# ---- regfile_sb ----
File: src/rtl/regfile_sb.sv
// regfile_sb: register file with busy-bit scoreboard, writeback bypass and operand-B immediate mux.
//   clk, rst_n                   clock, asynchronous active-low reset
//   regread_dest1/2 -> A, OP2    combinational register reads
//   isImmediate, immx -> B       B = immx when isImmediate, else OP2
//   regwrite_en/dest/data        writeback port
//   issue_valid/wb/rd -> stall   RAW/WAW hazard check for the issuing instruction
//   busy_count                   number of registers with a writer in flight
module regfile_sb #(
  parameter int XLEN = 32,
  parameter int AW = 4,
  parameter bit ZERO_REG = 1'b0,
  parameter bit BYPASS = 1'b1
) (
  input  logic            clk,
  input  logic            rst_n,
  input  logic [AW-1:0]   regread_dest1,
  input  logic [AW-1:0]   regread_dest2,
  input  logic            isImmediate,
  input  logic [XLEN-1:0] immx,
  output logic [XLEN-1:0] A,
  output logic [XLEN-1:0] OP2,
  output logic [XLEN-1:0] B,
  input  logic            regwrite_en,
  input  logic [AW-1:0]   regwrite_dest,
  input  logic [XLEN-1:0] regwrite_data,
  input  logic            issue_valid,
  input  logic            issue_wb,
  input  logic [AW-1:0]   issue_rd,
  output logic            stall,
  output logic [AW:0]     busy_count
);
  localparam int NREGS = 2**AW;
  logic [XLEN-1:0]  regs_q [NREGS];
  logic [NREGS-1:0] busy_q, busy_d, beff;
  logic [AW:0]      busy_count_q, busy_count_d;
  logic             byp1, byp2, accept;
  assign byp1 = BYPASS && regwrite_en && regwrite_dest == regread_dest1;
  assign byp2 = BYPASS && regwrite_en && regwrite_dest == regread_dest2;
  assign A   = (ZERO_REG && regread_dest1 == '0) ? '0 : byp1 ? regwrite_data : regs_q[regread_dest1];
  assign OP2 = (ZERO_REG && regread_dest2 == '0) ? '0 : byp2 ? regwrite_data : regs_q[regread_dest2];
  assign B   = isImmediate ? immx : OP2;
  // a writeback landing this cycle already satisfies any consumer when bypassing
  always_comb begin
    beff = busy_q;
    if (BYPASS && regwrite_en) beff[regwrite_dest] = 1'b0;
    if (ZERO_REG) beff[0] = 1'b0;
  end
  assign stall = issue_valid & (beff[regread_dest1] | (~isImmediate & beff[regread_dest2])
                                | (issue_wb & beff[issue_rd]));
  assign accept = issue_valid & ~stall;
  // clear before set so a same-index issue (the younger writer) keeps the bit
  always_comb begin
    busy_d = busy_q;
    if (regwrite_en) busy_d[regwrite_dest] = 1'b0;
    if (accept && issue_wb && !(ZERO_REG && issue_rd == '0)) busy_d[issue_rd] = 1'b1;
    busy_count_d = '0;
    for (int i = 0; i < NREGS; i++) busy_count_d = busy_count_d + (AW+1)'(busy_d[i]);
  end
  always_ff @(posedge clk or negedge rst_n) begin
    if (!rst_n) begin
      for (int i = 0; i < NREGS; i++) regs_q[i] <= '0;
      busy_q <= '0;
      busy_count_q <= '0;
    end else begin
      if (regwrite_en && !(ZERO_REG && regwrite_dest == '0)) regs_q[regwrite_dest] <= regwrite_data;
      busy_q <= busy_d;
      busy_count_q <= busy_count_d;
    end
  end
  assign busy_count = busy_count_q;
endmodule
File: config.mk
export PLATFORM = sky130hd
export DESIGN_NAME = regfile_sb
export DESIGN_NICKNAME = d
export VERILOG_FILES = /design/src/rtl/regfile_sb.sv
export SDC_FILE = /design/constraint.sdc
export NUM_CORES = 1
export LEC_CHECK = 0
export ABC_CLOCK_PERIOD_IN_PS = 7850
export CORE_AREA = 2 2 276 278
export DETAILED_ROUTE_END_ITERATION = 16
export DIE_AREA = 0 0 278 280
export GPL_TIMING_DRIVEN = 1
export SETUP_SLACK_MARGIN = 0.2
export SYNTH_ARGS = -nofsm -noshare
export SYNTH_HDL_FRONTEND = slang
export SYNTH_SLANG_ARGS = --single-unit
File: constraint.sdc
create_clock -name clk -period 7.85 [get_ports clk]
set_input_delay 2.355 -clock clk [delete_from_list [all_inputs] [get_ports clk]]
set_output_delay 2.355 -clock clk [all_outputs]
set_load 0.005 [all_outputs]
### PDN straps and rails, regfile_sb

Pins as bars on the die edge.
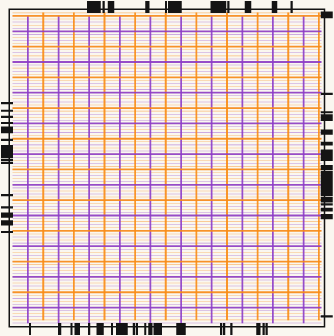
| color | net |
|---|---|
| orange | VDD |
| purple | VSS |
signal pins: 188
rows: 101
vertical die size: 280 µm
VDD IR max: 0.1588 mV
core area: 75190 µm²

### Placement by cell class, regfile_sb

Scale bar: 100 µm.
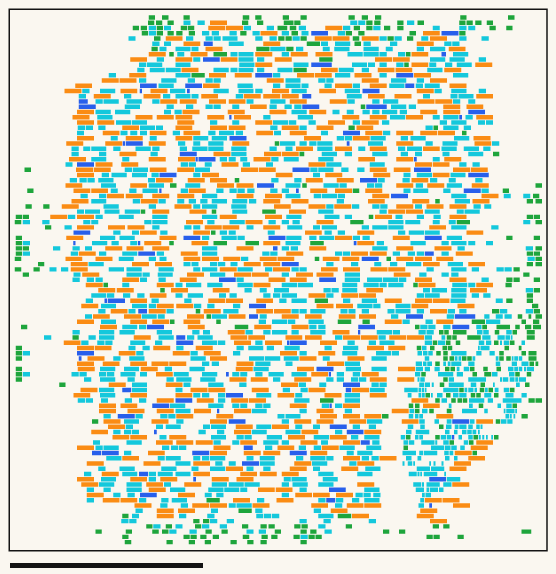
| color | class | cells | share of their area |
|---|---|---|---|
| cyan | combinational and other logic | 1131 | 46% |
| blue | clock drivers and dummy loads | 105 | 5.6% |
| orange | flops | 533 | 39% |
| green | other buffers and delay cells | 311 | 9.1% |
Rows: 101
sequential share of cell area: 0.3764
Final Cell Area: 35430 µm²
post-layout util: 0.4712

[through the flow]
| stage | setup slack [ps] | hold WS [ps] |
|---|---|---|
| finish | 248.2 | 522.1 |
| CTS | 95.61 | 524.9 |
| detailed placement | -255.2 | 510.9 |
| floorplan | 514.2 | 491.0 |
| global route | 130.4 | 535.3 |
| global placement | -274.5 | 499.5 |
[metal layers]
metal | vias to the layer above | global-route usage | share of wire
met5 | - | 0 | 0.00013
met3 | 168 | 0.03756 | 0.049
li1 | 7679 | - | -
met4 | 2 | 0.07692 | 0.033
met2 | 512 | 0.3649 | 0.49
met1 | 10082 | 0.3028 | 0.43
[state kept, by name, summed over array words and instances (netlist names)]
signal,flops
busy_count,5
regs_q,512
busy_q,16
[what timing repair did]
item                                    in CTS  in global routing
endpoints found under the setup margin      16                 15
buffers inserted                             2                  6
hold buffers                                 0                  0
pin swaps                                    0                  1
gates resized                                9                 27
[power breakdown]
group	leakage [nW]	internal (mW)	switching (mW)
registers	6.55	3.40	0.458
logic	6.72	1.80	1.01
clock network	0.951	1.63	1.13
==> out/metrics.cfg <==
[timing]
fin_crit_sh=0.9684
rsz0062_at_grt=yes

[final_layout]
layout_top_cells=mux2_2 (609), dfrtp_1 (533), mux4_2 (326), clkdlybuf4s50_1 (172), buf_4 (101)
drive_above_1_share=0.5755
layout.cells.most_common=mux2_2
buffers=311
comb_area_share=0.4456

[routing]
drc=0
vias=18443

[hold_path]
min_to=regs_q[182]
hold_class=register to register

[global_route]
grt_pass1_wl_um=130500
grt_use_total=0.2231
grt_overflow=0

[yosys]
top_cell=mux2_2
ys_chip_area_um2=29800

[placed_design]
port_buffers=187

[run_status]
run_status=complete, no violations

[clocking]
clock_latency_ps=600

[worst_setup_path]
critPathMaxFanout=10


# ---- uart_rx ----
### Placement by cell class, uart_rx

Scale bar: 20 µm.
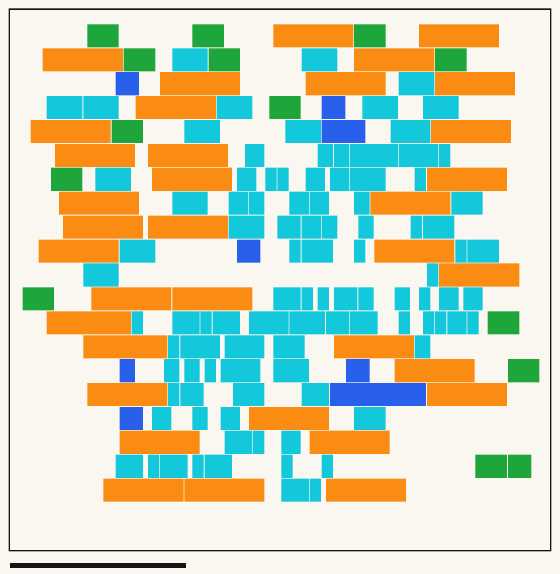
### Clock wiring as the flow saved it, uart_rx

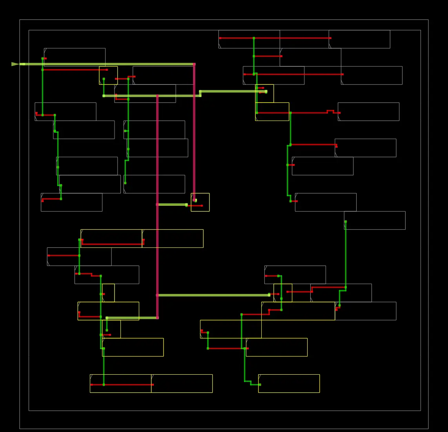
**config.mk**
```make
export PLATFORM = sky130hd
export DESIGN_NAME = uart_rx
export DESIGN_NICKNAME = d
export VERILOG_FILES = /design/src/rtl/uart_rx.sv
export SDC_FILE = /design/constraint.sdc
export NUM_CORES = 1
export LEC_CHECK = 0
export ABC_AREA = 0
export CORE_UTILIZATION = 46
export CTS_CLUSTER_SIZE = 16
export DETAILED_ROUTE_END_ITERATION = 6
export GPL_ROUTABILITY_DRIVEN = 1
export HOLD_SLACK_MARGIN = 0.02
export PLACE_DENSITY_LB_ADDON = 0.15
export SLEW_MARGIN = 25
export SYNTH_ARGS = -nofsm -noshare
export SYNTH_HDL_FRONTEND = slang
export SYNTH_SLANG_ARGS = --single-unit
```
**constraint.sdc**
```tcl
create_clock -name clk -period 3.4 [get_ports clk]
set_input_delay 0.68 -clock clk [delete_from_list [all_inputs] [get_ports clk]]
set_output_delay 0.68 -clock clk [all_outputs]
set_load 0.02 [all_outputs]
```
**src/rtl/uart_rx.sv**
```systemverilog
// 8N1 UART receiver: two-flop synchronised line, mid-bit sampling, registered
// one-cycle rx_valid / frame_err pulses and a held output byte.
module uart_rx #(
    parameter int CLKS_PER_BIT = 434
) (
    input  logic       clk,
    input  logic       reset_n,
    input  logic       rx,
    output logic [7:0] data,
    output logic       rx_valid,
    output logic       frame_err,
    output logic       rx_busy
);

    localparam int CNT_W = (CLKS_PER_BIT > 1) ? $clog2(CLKS_PER_BIT) : 1;
    localparam logic [CNT_W-1:0] CNT_LAST = CNT_W'(CLKS_PER_BIT - 1);
    localparam logic [CNT_W-1:0] CNT_MID  = CNT_W'((CLKS_PER_BIT - 1) / 2);

    typedef enum logic [2:0] {
        IDLE,
        START,
        DATA,
        STOP,
        WAIT_HIGH
    } state_t;

    state_t           state, state_nxt;
    logic             rx_meta_p0, rx_sync;
    logic [CNT_W-1:0] clk_cnt, clk_cnt_nxt;
    logic [2:0]       bit_idx, bit_idx_nxt;
    logic [7:0]       shift, shift_nxt;
    logic [7:0]       data_nxt;
    logic             rx_valid_nxt, frame_err_nxt;

    // Synchroniser stage: reset to the idle-high line level
    always_ff @(posedge clk or negedge reset_n) begin
        if (!reset_n) begin
            rx_meta_p0 <= 1'b1;
            rx_sync    <= 1'b1;
        end else begin
            rx_meta_p0 <= rx;
            rx_sync    <= rx_meta_p0;
        end
    end

    // Receiver state and output registers
    always_ff @(posedge clk or negedge reset_n) begin
        if (!reset_n) begin
            state     <= IDLE;
            clk_cnt   <= '0;
            bit_idx   <= 3'd0;
            shift     <= 8'h00;
            data      <= 8'h00;
            rx_valid  <= 1'b0;
            frame_err <= 1'b0;
        end else begin
            state     <= state_nxt;
            clk_cnt   <= clk_cnt_nxt;
            bit_idx   <= bit_idx_nxt;
            shift     <= shift_nxt;
            data      <= data_nxt;
            rx_valid  <= rx_valid_nxt;
            frame_err <= frame_err_nxt;
        end
    end

    always_comb begin
        state_nxt     = state;
        clk_cnt_nxt   = clk_cnt + CNT_W'(1);
        bit_idx_nxt   = bit_idx;
        shift_nxt     = shift;
        data_nxt      = data;
        rx_valid_nxt  = 1'b0;
        frame_err_nxt = 1'b0;
        case (state)
            IDLE: begin
                clk_cnt_nxt = '0;
                bit_idx_nxt = 3'd0;
                if (!rx_sync) state_nxt = START;
            end
            START: begin
                // Re-check the line at mid start bit to reject short glitches
                if (clk_cnt == CNT_MID) begin
                    clk_cnt_nxt = '0;
                    state_nxt   = rx_sync ? IDLE : DATA;
                end
            end
            DATA: begin
                if (clk_cnt == CNT_LAST) begin
                    clk_cnt_nxt        = '0;
                    shift_nxt[bit_idx] = rx_sync;
                    if (bit_idx == 3'd7) state_nxt = STOP;
                    else                 bit_idx_nxt = bit_idx + 3'd1;
                end
            end
            STOP: begin
                // Leaving at mid stop bit leaves half a bit to catch a back-to-back start
                if (clk_cnt == CNT_LAST) begin
                    clk_cnt_nxt = '0;
                    if (rx_sync) begin
                        data_nxt     = shift;
                        rx_valid_nxt = 1'b1;
                        state_nxt    = IDLE;
                    end else begin
                        frame_err_nxt = 1'b1;
                        state_nxt     = WAIT_HIGH;
                    end
                end
            end
            WAIT_HIGH: begin
                clk_cnt_nxt = '0;
                if (rx_sync) state_nxt = IDLE;
            end
            default: begin
                clk_cnt_nxt = '0;
                state_nxt   = IDLE;
            end
        endcase
    end

    assign rx_busy = (state != IDLE);

endmodule

```
==> out/metrics.cfg <==
[floorplan]
fp-utilization=0.4829
chipArea_um2=3772

[final_layout]
n_antenna_cell=0
area_dominant_class=flip-flops and latches

[placed_design]
port_buffers=13
gp_congestion=0.7871

[flow_run]
warning_count=28

[run_status]
run_status=complete, no violations

[worst_setup_path]
timing.rr.end=shift[5]

[timing]
holdWs_ps=362.7
setup_violations=0
worst_pin_slew_ps=577.9

[global_route]
grt_start_max_net_pins=36
grtUsageMet1=0.2571
grt_pass1_wl_um=5112

[clocking]
clockBufferDepth=2

[power]
p_per_area_nw_per_um2=393.2

[routing]
vias=1067
routed.top_layer=met4

[yosys]
synth_nets=146

Notes on 'Placement by cell class' of uart_rx above:
| color | class | cells | share of their area |
|---|---|---|---|
| green | other buffers and delay cells | 14 | 7.5% |
| blue | clock drivers and dummy loads | 8 | 4.7% |
| orange | flops | 35 | 48% |
| cyan | combinational and other logic | 99 | 40% |
post-layout util: 0.5618
Final Cell Area: 1889 µm²
sequential share of cell area: 0.4649
Rows: 21
core area: 3363 µm²

Notes on 'Clock wiring as the flow saved it' of uart_rx above:
Layout Skew: 12.37 ps
clk ins delay skew pair: 350 ps
clock buffer count: 6
flop count: 35

-- state kept, by name, summed over array words and instances, names as in the netlist --
signal,count
rx_meta_p0,1
data,8
state,3
bit_idx,3
frame_err,1
shift,8
rx_valid,1
clk_cnt,9
rx_sync,1
-- critical path, cell delays in order, from the launching register on --
cell	delay [ps]
dfrtp_1	500
or3_1	420
clkdlybuf4s50_1	560
-- kinds of logic (layout without fill, tap and decap cells) --
kind of cell	count (synthesis)	count (layout)
muxes	20	20
and+or+nand+nor	55	55
xor gates and xnor gates	7	7
AOI/OAI and AO/OA	6	6
adders and majority gates	5	5
buffers and inverters	10	28
DFF	35	35
-- layout by cell type, fill, tap and decap left out, drive strengths merged, types with 2 or more instances in the layout --
cell type,netlist,final
a21oi,2,2
and3,3,3
clkbuf,3,6
clkdlybuf4s50,0,13
dfrtp,33,33
dfstp,2,2
ha,5,5
inv,6,6
mux2,17,17
mux2i,3,3
nand2,7,7
nand2b,2,2
nand3,7,7
nand4,2,2
nand4b,2,2
nor2,15,15
nor2b,2,2
nor3,3,3
nor4,2,2
or3,3,3
xor2,6,6

# ---- ps2_rx ----
### PDN straps and rails, ps2_rx

Pins as bars on the die edge.
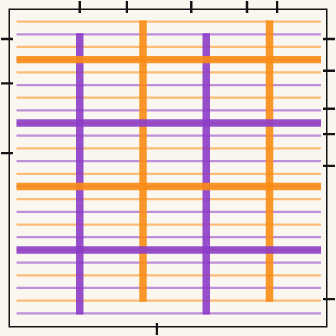
**src/rtl/ps2_rx.sv**
```systemverilog
// PS/2 device-to-host frame receiver: synchronises and deglitches the pad lines,
// then deserialises start/8 data/odd parity/stop frames into one-cycle strobes.
module ps2_rx #(
    parameter int CLK_FREQ_HZ    = 25000000,
    parameter int FILTER_LEN     = 8,
    parameter int TIMEOUT_CYCLES = 25000
) (
    input  logic       i_clk,
    input  logic       i_rst_n,
    input  logic       i_ps2_clk,
    input  logic       i_ps2_data,
    output logic [7:0] o_data,
    output logic       o_data_valid,
    output logic       o_parity_err,
    output logic       o_frame_err
);

    localparam int FLEN = (FILTER_LEN < 2) ? 2 : ((FILTER_LEN > 16) ? 16 : FILTER_LEN);
    // A nonsensical timeout falls back to 1 ms of the system clock.
    localparam int TOUT = (TIMEOUT_CYCLES > 1) ? TIMEOUT_CYCLES : (CLK_FREQ_HZ / 1000);
    localparam int TW   = (TOUT > 2) ? $clog2(TOUT) : 1;

    typedef enum logic [1:0] {
        S_IDLE,
        S_DATA,
        S_PARITY,
        S_STOP
    } state_t;

    state_t          r_state;
    state_t          w_state_next;

    logic [1:0]      r_clk_sync;
    logic [1:0]      r_dat_sync;
    logic [FLEN-1:0] r_hist;
    logic            r_filt;
    logic            r_filt_d;

    logic [7:0]      r_shift;
    logic [2:0]      r_bitcnt;
    logic            r_parity;
    logic [TW-1:0]   r_tcnt;
    logic [7:0]      r_data;
    logic            r_valid;
    logic            r_perr;
    logic            r_ferr;

    logic            w_data;
    logic            w_fall;
    logic            w_timeout;
    logic            w_valid_next;
    logic            w_perr_next;
    logic            w_ferr_next;

    // Everything idles high so reset release never manufactures a falling edge.
    always_ff @(posedge i_clk or negedge i_rst_n) begin
        if (!i_rst_n) begin
            r_clk_sync <= 2'b11;
            r_dat_sync <= 2'b11;
            r_hist     <= '1;
            r_filt     <= 1'b1;
            r_filt_d   <= 1'b1;
        end else begin
            r_clk_sync <= {r_clk_sync[0], i_ps2_clk};
            r_dat_sync <= {r_dat_sync[0], i_ps2_data};
            r_hist     <= {r_hist[FLEN-2:0], r_clk_sync[1]};
            r_filt_d   <= r_filt;
            if (~|r_hist) begin
                r_filt <= 1'b0;
            end else if (&r_hist) begin
                r_filt <= 1'b1;
            end
        end
    end

    assign w_data    = r_dat_sync[1];
    assign w_fall    = r_filt_d & ~r_filt;
    assign w_timeout = (r_tcnt == TW'(TOUT - 1));

    always_ff @(posedge i_clk or negedge i_rst_n) begin
        if (!i_rst_n) begin
            r_state <= S_IDLE;
        end else begin
            r_state <= w_state_next;
        end
    end

    always_comb begin
        w_state_next = r_state;
        w_valid_next = 1'b0;
        w_perr_next  = 1'b0;
        w_ferr_next  = 1'b0;
        case (r_state)
            S_IDLE: begin
                if (w_fall && !w_data) begin
                    w_state_next = S_DATA;
                end
            end
            S_DATA: begin
                if (w_fall) begin
                    if (r_bitcnt == 3'd7) begin
                        w_state_next = S_PARITY;
                    end
                end else if (w_timeout) begin
                    w_ferr_next  = 1'b1;
                    w_state_next = S_IDLE;
                end
            end
            S_PARITY: begin
                if (w_fall) begin
                    w_state_next = S_STOP;
                end else if (w_timeout) begin
                    w_ferr_next  = 1'b1;
                    w_state_next = S_IDLE;
                end
            end
            S_STOP: begin
                if (w_fall) begin
                    w_state_next = S_IDLE;
                    // A bad stop bit outranks the parity verdict.
                    if (!w_data) begin
                        w_ferr_next = 1'b1;
                    end else if (^{r_shift, r_parity}) begin
                        w_valid_next = 1'b1;
                    end else begin
                        w_perr_next = 1'b1;
                    end
                end else if (w_timeout) begin
                    w_ferr_next  = 1'b1;
                    w_state_next = S_IDLE;
                end
            end
            default: begin
                w_state_next = S_IDLE;
            end
        endcase
    end

    always_ff @(posedge i_clk or negedge i_rst_n) begin
        if (!i_rst_n) begin
            r_shift  <= 8'h00;
            r_bitcnt <= 3'd0;
            r_parity <= 1'b0;
            r_tcnt   <= '0;
            r_data   <= 8'h00;
            r_valid  <= 1'b0;
            r_perr   <= 1'b0;
            r_ferr   <= 1'b0;
        end else begin
            r_valid <= w_valid_next;
            r_perr  <= w_perr_next;
            r_ferr  <= w_ferr_next;
            if (w_valid_next) begin
                r_data <= r_shift;
            end

            if (w_fall || w_state_next == S_IDLE) begin
                r_tcnt <= '0;
            end else begin
                r_tcnt <= r_tcnt + TW'(1);
            end

            if (w_fall) begin
                case (r_state)
                    S_IDLE: begin
                        r_bitcnt <= 3'd0;
                        r_shift  <= 8'h00;
                    end
                    S_DATA: begin
                        r_shift[r_bitcnt] <= w_data;
                        r_bitcnt          <= r_bitcnt + 3'd1;
                    end
                    S_PARITY: begin
                        r_parity <= w_data;
                    end
                    default: begin
                    end
                endcase
            end
        end
    end

    assign o_data       = r_data;
    assign o_data_valid = r_valid;
    assign o_parity_err = r_perr;
    assign o_frame_err  = r_ferr;

endmodule

```
**config.mk**
```make
export PLATFORM = sky130hd
export DESIGN_NAME = ps2_rx
export DESIGN_NICKNAME = d
export VERILOG_FILES = /design/src/rtl/ps2_rx.sv
export SDC_FILE = /design/constraint.sdc
export NUM_CORES = 1
export LEC_CHECK = 0
export ABC_CLOCK_PERIOD_IN_PS = 2600
export CAP_MARGIN = 10
export CORE_UTILIZATION = 58
export CTS_CLUSTER_SIZE = 16
export DETAILED_ROUTE_END_ITERATION = 12
export GPL_TIMING_DRIVEN = 0
export PLACE_DENSITY = 0.76
export SLEW_MARGIN = 30
export SYNTH_ARGS = -nofsm -noshare
export SYNTH_HDL_FRONTEND = slang
export SYNTH_SLANG_ARGS = --single-unit
```
**constraint.sdc**
```tcl
create_clock -name i_clk -period 2.6 [get_ports i_clk]
set_input_delay 0.26 -clock i_clk [delete_from_list [all_inputs] [get_ports i_clk]]
set_output_delay 0.26 -clock i_clk [all_outputs]
set_load 0.005 [all_outputs]
```
==> out/metrics.cfg <==
[timing]
fin_crit_sh=0.9050
worst_pin_slew_ps=572.7
setup_violations=0
holdWs_ps=342.7

[routing]
antenna_left=0
vias=1763
drc=0

[yosys]
synthAdderAreaFrac=0.03491
common_cells=dfrtp_1 (40), nor2_1 (21), o21ai_0 (15)
synth-main-ff-cell=dfrtp_1
ys_sh_xor=0.07631

[hold_path]
min_path_cells=1

[placed_design]
post-place-cells=294
dpl.hpwl_um=3118
port_buffers=14
gp_congestion=0.8322
preCtsSetupSlack_ps=281.6

[run_status]
run_status=complete, no violations

[worst_setup_path]
cp-startpoint=r_state[1]
cp-end-kind=register
critPathMaxFanout=10

[final_layout]
layout_top_cells=dfrtp_1 (40), nor2_1 (21), o21ai_0 (15), dfstp_2 (14)
drive_above_1_share=0.1621

[flow_run]
warning_count=29

[clocking]
root_buffer=clkbuf_8
cts_htree_levels=2

[global_route]
grt_overflow=0

About 'PDN straps and rails' of ps2_rx:
| color | net |
|---|---|
| purple | VSS |
| orange | VDD |
met1 rails: 24
met4 straps: 4
rows: 23
met5 straps: 4
core area: 4086 µm²
vertical die size: 67.77 µm
die width: 67.77 µm
VDD IR max: 0.4025 mV

-- final cells by class --
class | instances | area (µm²)
buffer | 10 | 41.29
clock buffer | 5 | 68.82
clock inverter | 3 | 23.77
fill | 318 | 1255
inverter | 6 | 22.52
multi-input combinational | 159 | 1076
sequential | 54 | 1369
tap | 50 | 62.56
timing repair buffer | 16 | 167.7
-- power breakdown --
| group | leakage [nW] | switching, mW | total (mW) | internal [mW] |
|---|---|---|---|---|
| clock network | 0.0491 | 0.284 | 0.480 | 0.196 |
| registers | 0.705 | 0.0221 | 0.891 | 0.868 |
| logic | 0.404 | 0.110 | 0.161 | 0.0502 |
| total | 1.16 | 0.416 | 1.53 | 1.11 |
-- sequential cells by signal, summed over array words and instances (netlist names), 2 cells and up --
signal and flops:
r_bitcnt 3, o_data 8, r_clk_sync 2, r_tcnt 15, r_state 2, r_hist 8
r_shift 8, r_dat_sync 2
-- metal layers --
metal  track usage  part of all wire
met1        0.3175              0.51
met2        0.3218              0.45
met3       0.04054             0.028
met4       0.07181             0.013
met5             0                 0

# ---- imem_arbiter_flat ----
### PDN straps and rails, imem_arbiter_flat

Pins as bars on the die edge.
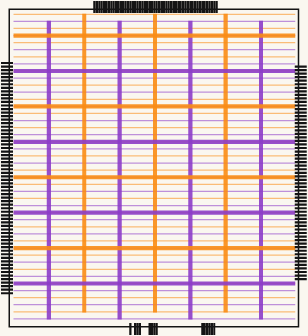
### Placement by cell class, imem_arbiter_flat

Scale bar: 20 µm.
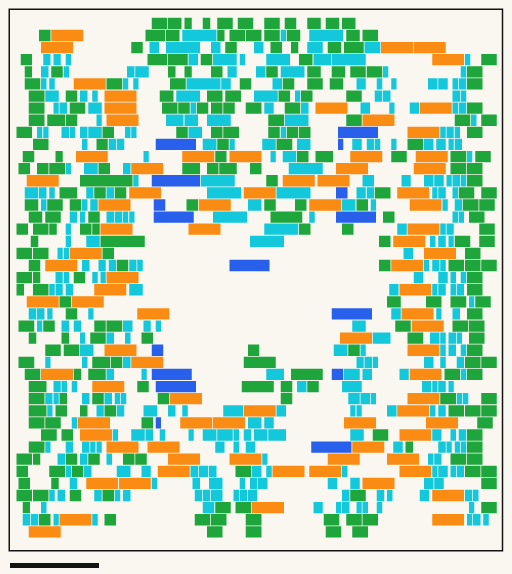
==> src/rtl/imem_arbiter_if.sv <==
// Bundles the loader, fetch, memory and status signals of the instruction-memory arbiter.
// The slave modport is the arbiter's view; master is the environment's view.
interface imem_arbiter_if #(
  parameter int AW = 7
);
  logic          ld_valid;
  logic [AW-1:0] ld_addr;
  logic [31:0]   ld_data;
  logic          ld_ready;
  logic          ld_done;
  logic          fetch_req;
  logic [31:0]   fetch_pc;
  logic [31:0]   fetch_inst;
  logic          fetch_valid;
  logic          cpu_stall;
  logic          mem_we;
  logic [AW-1:0] mem_addr;
  logic [31:0]   mem_wdata;
  logic [31:0]   mem_rdata;
  logic [AW:0]   load_count;
  logic [1:0]    state;

  modport slave (
    input  ld_valid, ld_addr, ld_data, ld_done, fetch_req, fetch_pc, mem_rdata,
    output ld_ready, fetch_inst, fetch_valid, cpu_stall, mem_we, mem_addr, mem_wdata,
           load_count, state
  );

  modport master (
    output ld_valid, ld_addr, ld_data, ld_done, fetch_req, fetch_pc, mem_rdata,
    input  ld_ready, fetch_inst, fetch_valid, cpu_stall, mem_we, mem_addr, mem_wdata,
           load_count, state
  );
endinterface

==> src/rtl/imem_arbiter.sv <==
// Arbitrates a single-port instruction memory between a boot loader and the CPU fetch path.
// Boot phase gives the loader exclusive access; in RUN contention alternates fetch/loader.
module imem_arbiter #(
  parameter int DEPTH = 128,
  parameter int AW    = 7
) (
  input  logic          clk,
  input  logic          rst,
  imem_arbiter_if.slave bus
);

  typedef enum logic [1:0] {
    IDLE = 2'd0,
    LOAD = 2'd1,
    RUN  = 2'd2
  } state_e;

  localparam logic [AW:0] DEPTH_C = (AW+1)'(DEPTH);

  state_e        state_q, state_d;
  logic          last_grant_q, last_grant_d;  // 1'b0 = loader, 1'b1 = fetch
  logic          fv_q;
  logic          oob_q;
  logic [31:0]   inst_q;
  logic [AW-1:0] addr_q;
  logic [31:0]   wdata_q;
  logic [AW:0]   count_q;

  logic          wr_grant;
  logic          fetch_grant;
  logic          oob;
  logic          stall;
  logic [AW-1:0] mem_addr_s;
  logic [31:0]   mem_wdata_s;
  logic [31:0]   fetch_inst_s;

  assign oob = (bus.fetch_pc >= 32'(DEPTH));

  // Next-state, grant and stall decode; reset suppresses every grant in the same cycle.
  always_comb begin
    state_d      = state_q;
    last_grant_d = last_grant_q;
    wr_grant     = 1'b0;
    fetch_grant  = 1'b0;
    stall        = 1'b1;
    case (state_q)
      IDLE: begin
        wr_grant = bus.ld_valid;
        if (bus.ld_valid) begin
          state_d = LOAD;
        end else if (bus.ld_done) begin
          state_d = RUN;
        end else begin
          state_d = IDLE;
        end
      end
      LOAD: begin
        wr_grant = bus.ld_valid;
        if (bus.ld_done) begin
          state_d = RUN;
        end else begin
          state_d = LOAD;
        end
      end
      RUN: begin
        if (bus.fetch_req && bus.ld_valid) begin
          fetch_grant  = ~last_grant_q;
          wr_grant     = last_grant_q;
          last_grant_d = ~last_grant_q;
        end else begin
          fetch_grant = bus.fetch_req;
          wr_grant    = bus.ld_valid;
        end
        stall = bus.fetch_req & ~fetch_grant;
      end
      default: begin
        state_d = IDLE;
      end
    endcase
    if (rst) begin
      wr_grant    = 1'b0;
      fetch_grant = 1'b0;
    end else begin
      wr_grant    = wr_grant;
      fetch_grant = fetch_grant;
    end
  end

  // Memory address/data mux; an out-of-range fetch leaves the held address on the bus.
  always_comb begin
    mem_addr_s  = addr_q;
    mem_wdata_s = wdata_q;
    if (rst) begin
      mem_addr_s  = '0;
      mem_wdata_s = 32'h0000_0000;
    end else if (wr_grant) begin
      mem_addr_s  = bus.ld_addr;
      mem_wdata_s = bus.ld_data;
    end else if (fetch_grant && !oob) begin
      mem_addr_s  = bus.fetch_pc[AW-1:0];
    end else begin
      mem_addr_s  = addr_q;
    end
  end

  // Fetch response: live memory data (or NOP) when valid, otherwise the last delivered word.
  always_comb begin
    fetch_inst_s = inst_q;
    if (fv_q) begin
      fetch_inst_s = oob_q ? 32'h0000_0000 : bus.mem_rdata;
    end else begin
      fetch_inst_s = inst_q;
    end
  end

  // State, arbitration history, fetch pipeline and held bus values.
  always_ff @(posedge clk) begin
    if (rst) begin
      state_q      <= IDLE;
      last_grant_q <= 1'b0;
      fv_q         <= 1'b0;
      oob_q        <= 1'b0;
      inst_q       <= 32'h0000_0000;
      addr_q       <= '0;
      wdata_q      <= 32'h0000_0000;
      count_q      <= '0;
    end else begin
      state_q      <= state_d;
      last_grant_q <= last_grant_d;
      fv_q         <= fetch_grant;
      oob_q        <= oob;
      inst_q       <= fetch_inst_s;
      addr_q       <= mem_addr_s;
      wdata_q      <= mem_wdata_s;
      if (wr_grant && (count_q < DEPTH_C)) begin
        count_q <= count_q + (AW+1)'(1);
      end else begin
        count_q <= count_q;
      end
    end
  end

  assign bus.mem_we      = wr_grant;
  assign bus.ld_ready    = wr_grant;
  assign bus.mem_addr    = mem_addr_s;
  assign bus.mem_wdata   = mem_wdata_s;
  assign bus.cpu_stall   = stall;
  assign bus.fetch_valid = fv_q;
  assign bus.fetch_inst  = fetch_inst_s;
  assign bus.load_count  = count_q;
  assign bus.state       = state_q;

endmodule

==> src/flat_wrapper.sv <==
// flat-port wrapper written by rule: the top's interface ports become plain ports
module imem_arbiter_flat 
#(
  parameter int DEPTH = 128,
  parameter int AW    = 7
)
  (clk, rst, bus_ld_valid, bus_ld_addr, bus_ld_data, bus_ld_done, bus_fetch_req, bus_fetch_pc, bus_mem_rdata, bus_ld_ready, bus_fetch_inst, bus_fetch_valid, bus_cpu_stall, bus_mem_we, bus_mem_addr, bus_mem_wdata, bus_load_count, bus_state);
  imem_arbiter_if #(.AW(AW)) bus_i ();
  input  logic clk;
  input  logic rst;
  input wire logic [$bits(bus_i.ld_valid)-1:0] bus_ld_valid;
  input wire logic [$bits(bus_i.ld_addr)-1:0] bus_ld_addr;
  input wire logic [$bits(bus_i.ld_data)-1:0] bus_ld_data;
  input wire logic [$bits(bus_i.ld_done)-1:0] bus_ld_done;
  input wire logic [$bits(bus_i.fetch_req)-1:0] bus_fetch_req;
  input wire logic [$bits(bus_i.fetch_pc)-1:0] bus_fetch_pc;
  input wire logic [$bits(bus_i.mem_rdata)-1:0] bus_mem_rdata;
  output wire logic [$bits(bus_i.ld_ready)-1:0] bus_ld_ready;
  output wire logic [$bits(bus_i.fetch_inst)-1:0] bus_fetch_inst;
  output wire logic [$bits(bus_i.fetch_valid)-1:0] bus_fetch_valid;
  output wire logic [$bits(bus_i.cpu_stall)-1:0] bus_cpu_stall;
  output wire logic [$bits(bus_i.mem_we)-1:0] bus_mem_we;
  output wire logic [$bits(bus_i.mem_addr)-1:0] bus_mem_addr;
  output wire logic [$bits(bus_i.mem_wdata)-1:0] bus_mem_wdata;
  output wire logic [$bits(bus_i.load_count)-1:0] bus_load_count;
  output wire logic [$bits(bus_i.state)-1:0] bus_state;
  assign bus_i.ld_valid = bus_ld_valid;
  assign bus_i.ld_addr = bus_ld_addr;
  assign bus_i.ld_data = bus_ld_data;
  assign bus_i.ld_done = bus_ld_done;
  assign bus_i.fetch_req = bus_fetch_req;
  assign bus_i.fetch_pc = bus_fetch_pc;
  assign bus_i.mem_rdata = bus_mem_rdata;
  assign bus_ld_ready = bus_i.ld_ready;
  assign bus_fetch_inst = bus_i.fetch_inst;
  assign bus_fetch_valid = bus_i.fetch_valid;
  assign bus_cpu_stall = bus_i.cpu_stall;
  assign bus_mem_we = bus_i.mem_we;
  assign bus_mem_addr = bus_i.mem_addr;
  assign bus_mem_wdata = bus_i.mem_wdata;
  assign bus_load_count = bus_i.load_count;
  assign bus_state = bus_i.state;
  imem_arbiter #(.DEPTH(DEPTH), .AW(AW)) u_core (.clk(clk), .rst(rst), .bus(bus_i));
endmodule
==> config.mk <==
export PLATFORM = sky130hd
export DESIGN_NAME = imem_arbiter_flat
export DESIGN_NICKNAME = d
export VERILOG_FILES = /design/src/rtl/imem_arbiter_if.sv /design/src/rtl/imem_arbiter.sv /design/src/flat_wrapper.sv
export SDC_FILE = /design/constraint.sdc
export NUM_CORES = 1
export LEC_CHECK = 0
export ABC_AREA = 0
export CORE_ASPECT_RATIO = 1.1
export CORE_MARGIN = 1
export CORE_UTILIZATION = 28
export CTS_BUF_LIST = sky130_fd_sc_hd__clkbuf_16
export CTS_CLUSTER_DIAMETER = 40
export DETAILED_ROUTE_END_ITERATION = 8
export PLACE_DENSITY = 0.61
export SLEW_MARGIN = 20
export SYNTH_ARGS = -nofsm -noshare
export SYNTH_HDL_FRONTEND = slang
export SYNTH_SLANG_ARGS = --single-unit
==> constraint.sdc <==
create_clock -name clk -period 3.9 [get_ports clk]
set_input_delay 1.17 -clock clk [delete_from_list [all_inputs] [get_ports clk]]
set_output_delay 1.17 -clock clk [all_outputs]
set_load 0.02 [all_outputs]
==> out/metrics.cfg <==
[yosys]
synth_area_um2=3625
ys_chip_area_um2=3625
yosysWarningCount=0
yosysUniqueCellTypes=38
ys_seq_share=0.4639

[power]
power_mw=2.215
seqPwrFrac=0.412
p_comb_frac=0.215
p_seq_mw=0.914
p_sw_frac=0.2574

[global_route]
grt_start_max_net_pins=63

[floorplan]
fp-utilization=0.2867
chipArea_um2=13410

[final_layout]
fin_cells=881
n_antenna_cell=0

[flow_run]
warning_count=26

[run_status]
run_status=complete, no violations

[hold_path]
hold_class=register to register
min_path_cells=2

[timing]
holdWs_ps=464.0
fin_crit_sh=0.9821
drv_slew=0

[routing]
drtPass1Iterations=4

[worst_setup_path]
crit_chain=dlygate4sd2_1 > a21bo_2 > buf_4 > nor2_4 > buf_12 > buf_4 > buf_16 > nand2_1 > a21oi_2 > buf_4
timing.rr.end=u_core.bus.load_count[5]

[clocking]
cts_setup_buffers=5

About 'PDN straps and rails' of imem_arbiter_flat:
| color | net |
|---|---|
| orange | VDD |
| purple | VSS |
rows: 43
met4 straps: 7
signal pins: 193
met5 straps: 8
VDD IR max: 0.2631 mV
die width: 110.5 µm

About 'Placement by cell class' of imem_arbiter_flat:
| color | class | cells | share of their area |
|---|---|---|---|
| blue | clock drivers and dummy loads | 16 | 4.5% |
| green | other buffers and delay cells | 268 | 37% |
| cyan | combinational and other logic | 356 | 32% |
| orange | flops | 84 | 26% |
post-layout util: 0.5316
Rows: 43
core area: 12640 µm²
sequential share of cell area: 0.2502
Final Cell Area: 6721 µm²

## critical path: cells and delay by family
kind | cells | cell delay [ps]
simple gates | 2 | 190
buf+inv | 6 | 890
compound gates | 2 | 400
## layout make-up
cell class | instances | area (µm²)
clock buffer | 9 | 225.2
clock inverter | 7 | 67.56
inverter | 34 | 127.6
timing repair buffer | 268 | 2441
fill | 1212 | 5922
tap | 157 | 196.4
multi-input combinational | 322 | 1982
sequential | 84 | 1682
## cell families (layout without fill, tap and decap cells)
kind of cell | count (synthesis) | in the layout | share of synthesized area
and+or+nand+nor | 187 | 187 | 0.2482
AOI/OAI and AO/OA | 130 | 130 | 0.2037
DFF | 84 | 84 | 0.4639
buffers and inverters | 67 | 318 | 0.07076
xor gates and xnor gates | 3 | 3 | 0.007250
adders and majority gates | 1 | 1 | 0.003451
muxes | 1 | 1 | 0.002762
## sequential cells by signal (all words and copies together), names as in the netlist
| signal | cells |
|---|---|
| u_core.inst_q | 32 |
| u_core.wdata_q | 32 |
| u_core.bus.load_count | 8 |
| u_core.addr_q | 7 |
| u_core.bus.state | 2 |
| u_core.bus.fetch_valid | 1 |
| u_core.last_grant_q | 1 |
| u_core.oob_q | 1 |


## Gallery

Clock wires, drivers and flops.
shot_01.png
Scale bar: 20 µm.
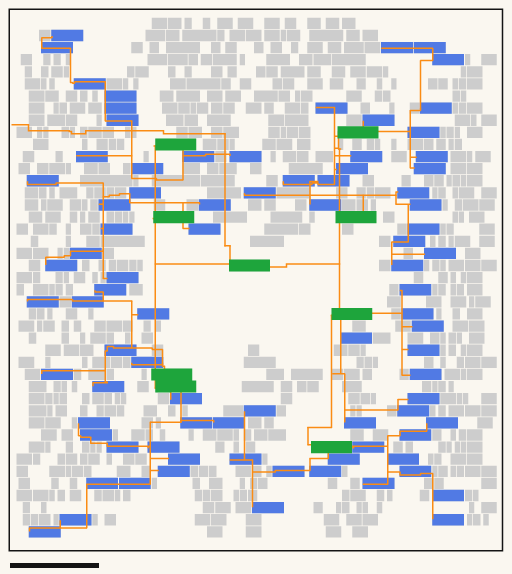
shot_02.png
Scale bar: 100 µm.
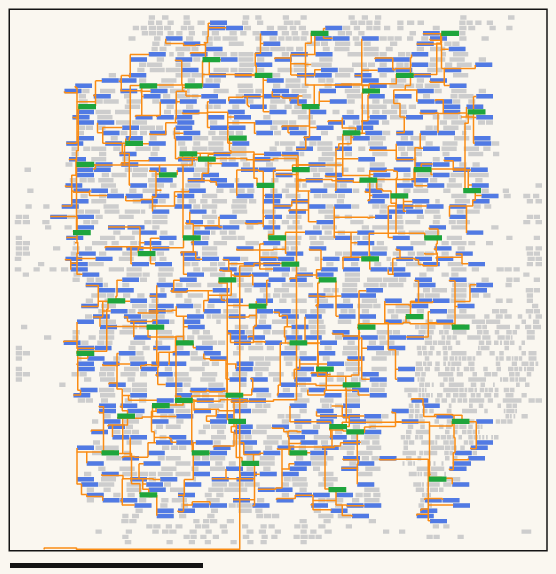
shot_03.png
Scale bar: 20 µm.
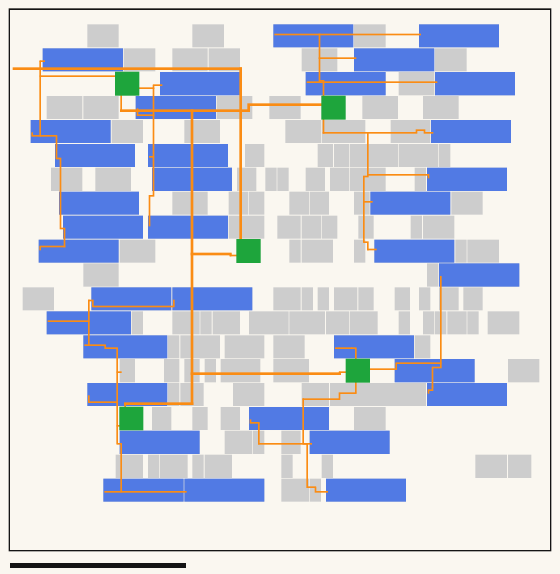
shot_04.png
Scale bar: 20 µm.
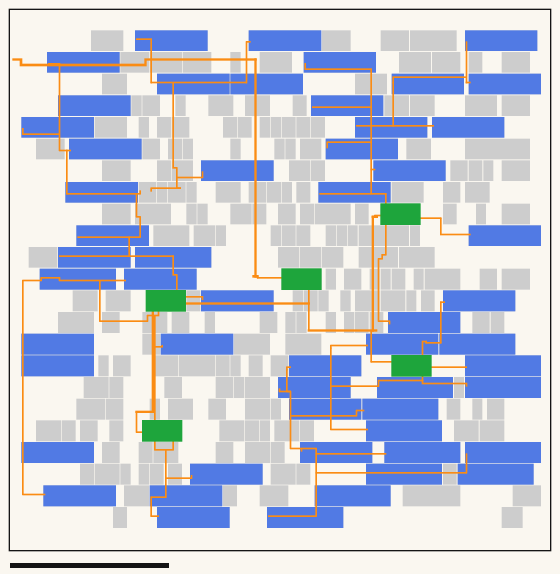
shot_03.png is uart_rx.
shot_02.png is regfile_sb.
shot_04.png is ps2_rx.
shot_01.png is imem_arbiter_flat.

Key to shot_04.png:
[blue] flip-flops | count: 54
[green] clock drivers | count: 5
[orange] clock wires | length: 595 µm
flops lie: spread over the die


==> gallery <==
Clock wiring as the flow saved it.
Plate I
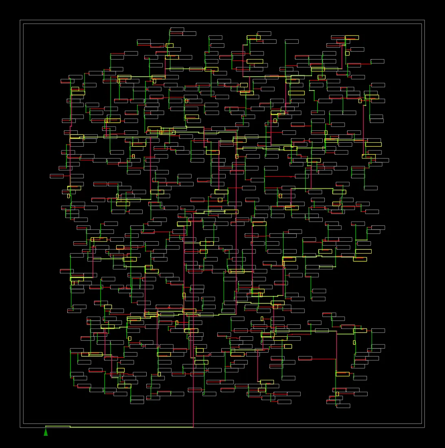
Plate II
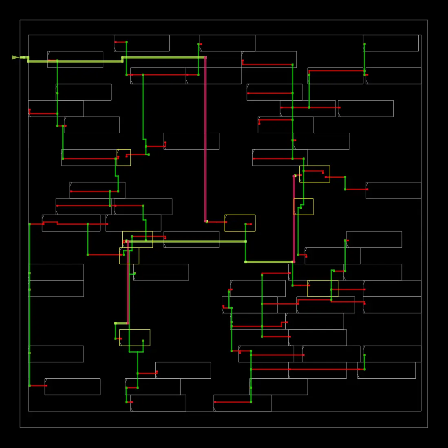
Plate III
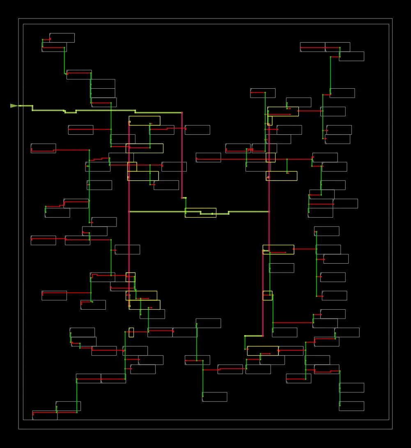
Of these, most sequential cells: Plate I
Plate I: regfile_sb
Plate III: imem_arbiter_flat
Plate II: ps2_rx

No activity file was given, so power comes from the tool's default toggle rates.
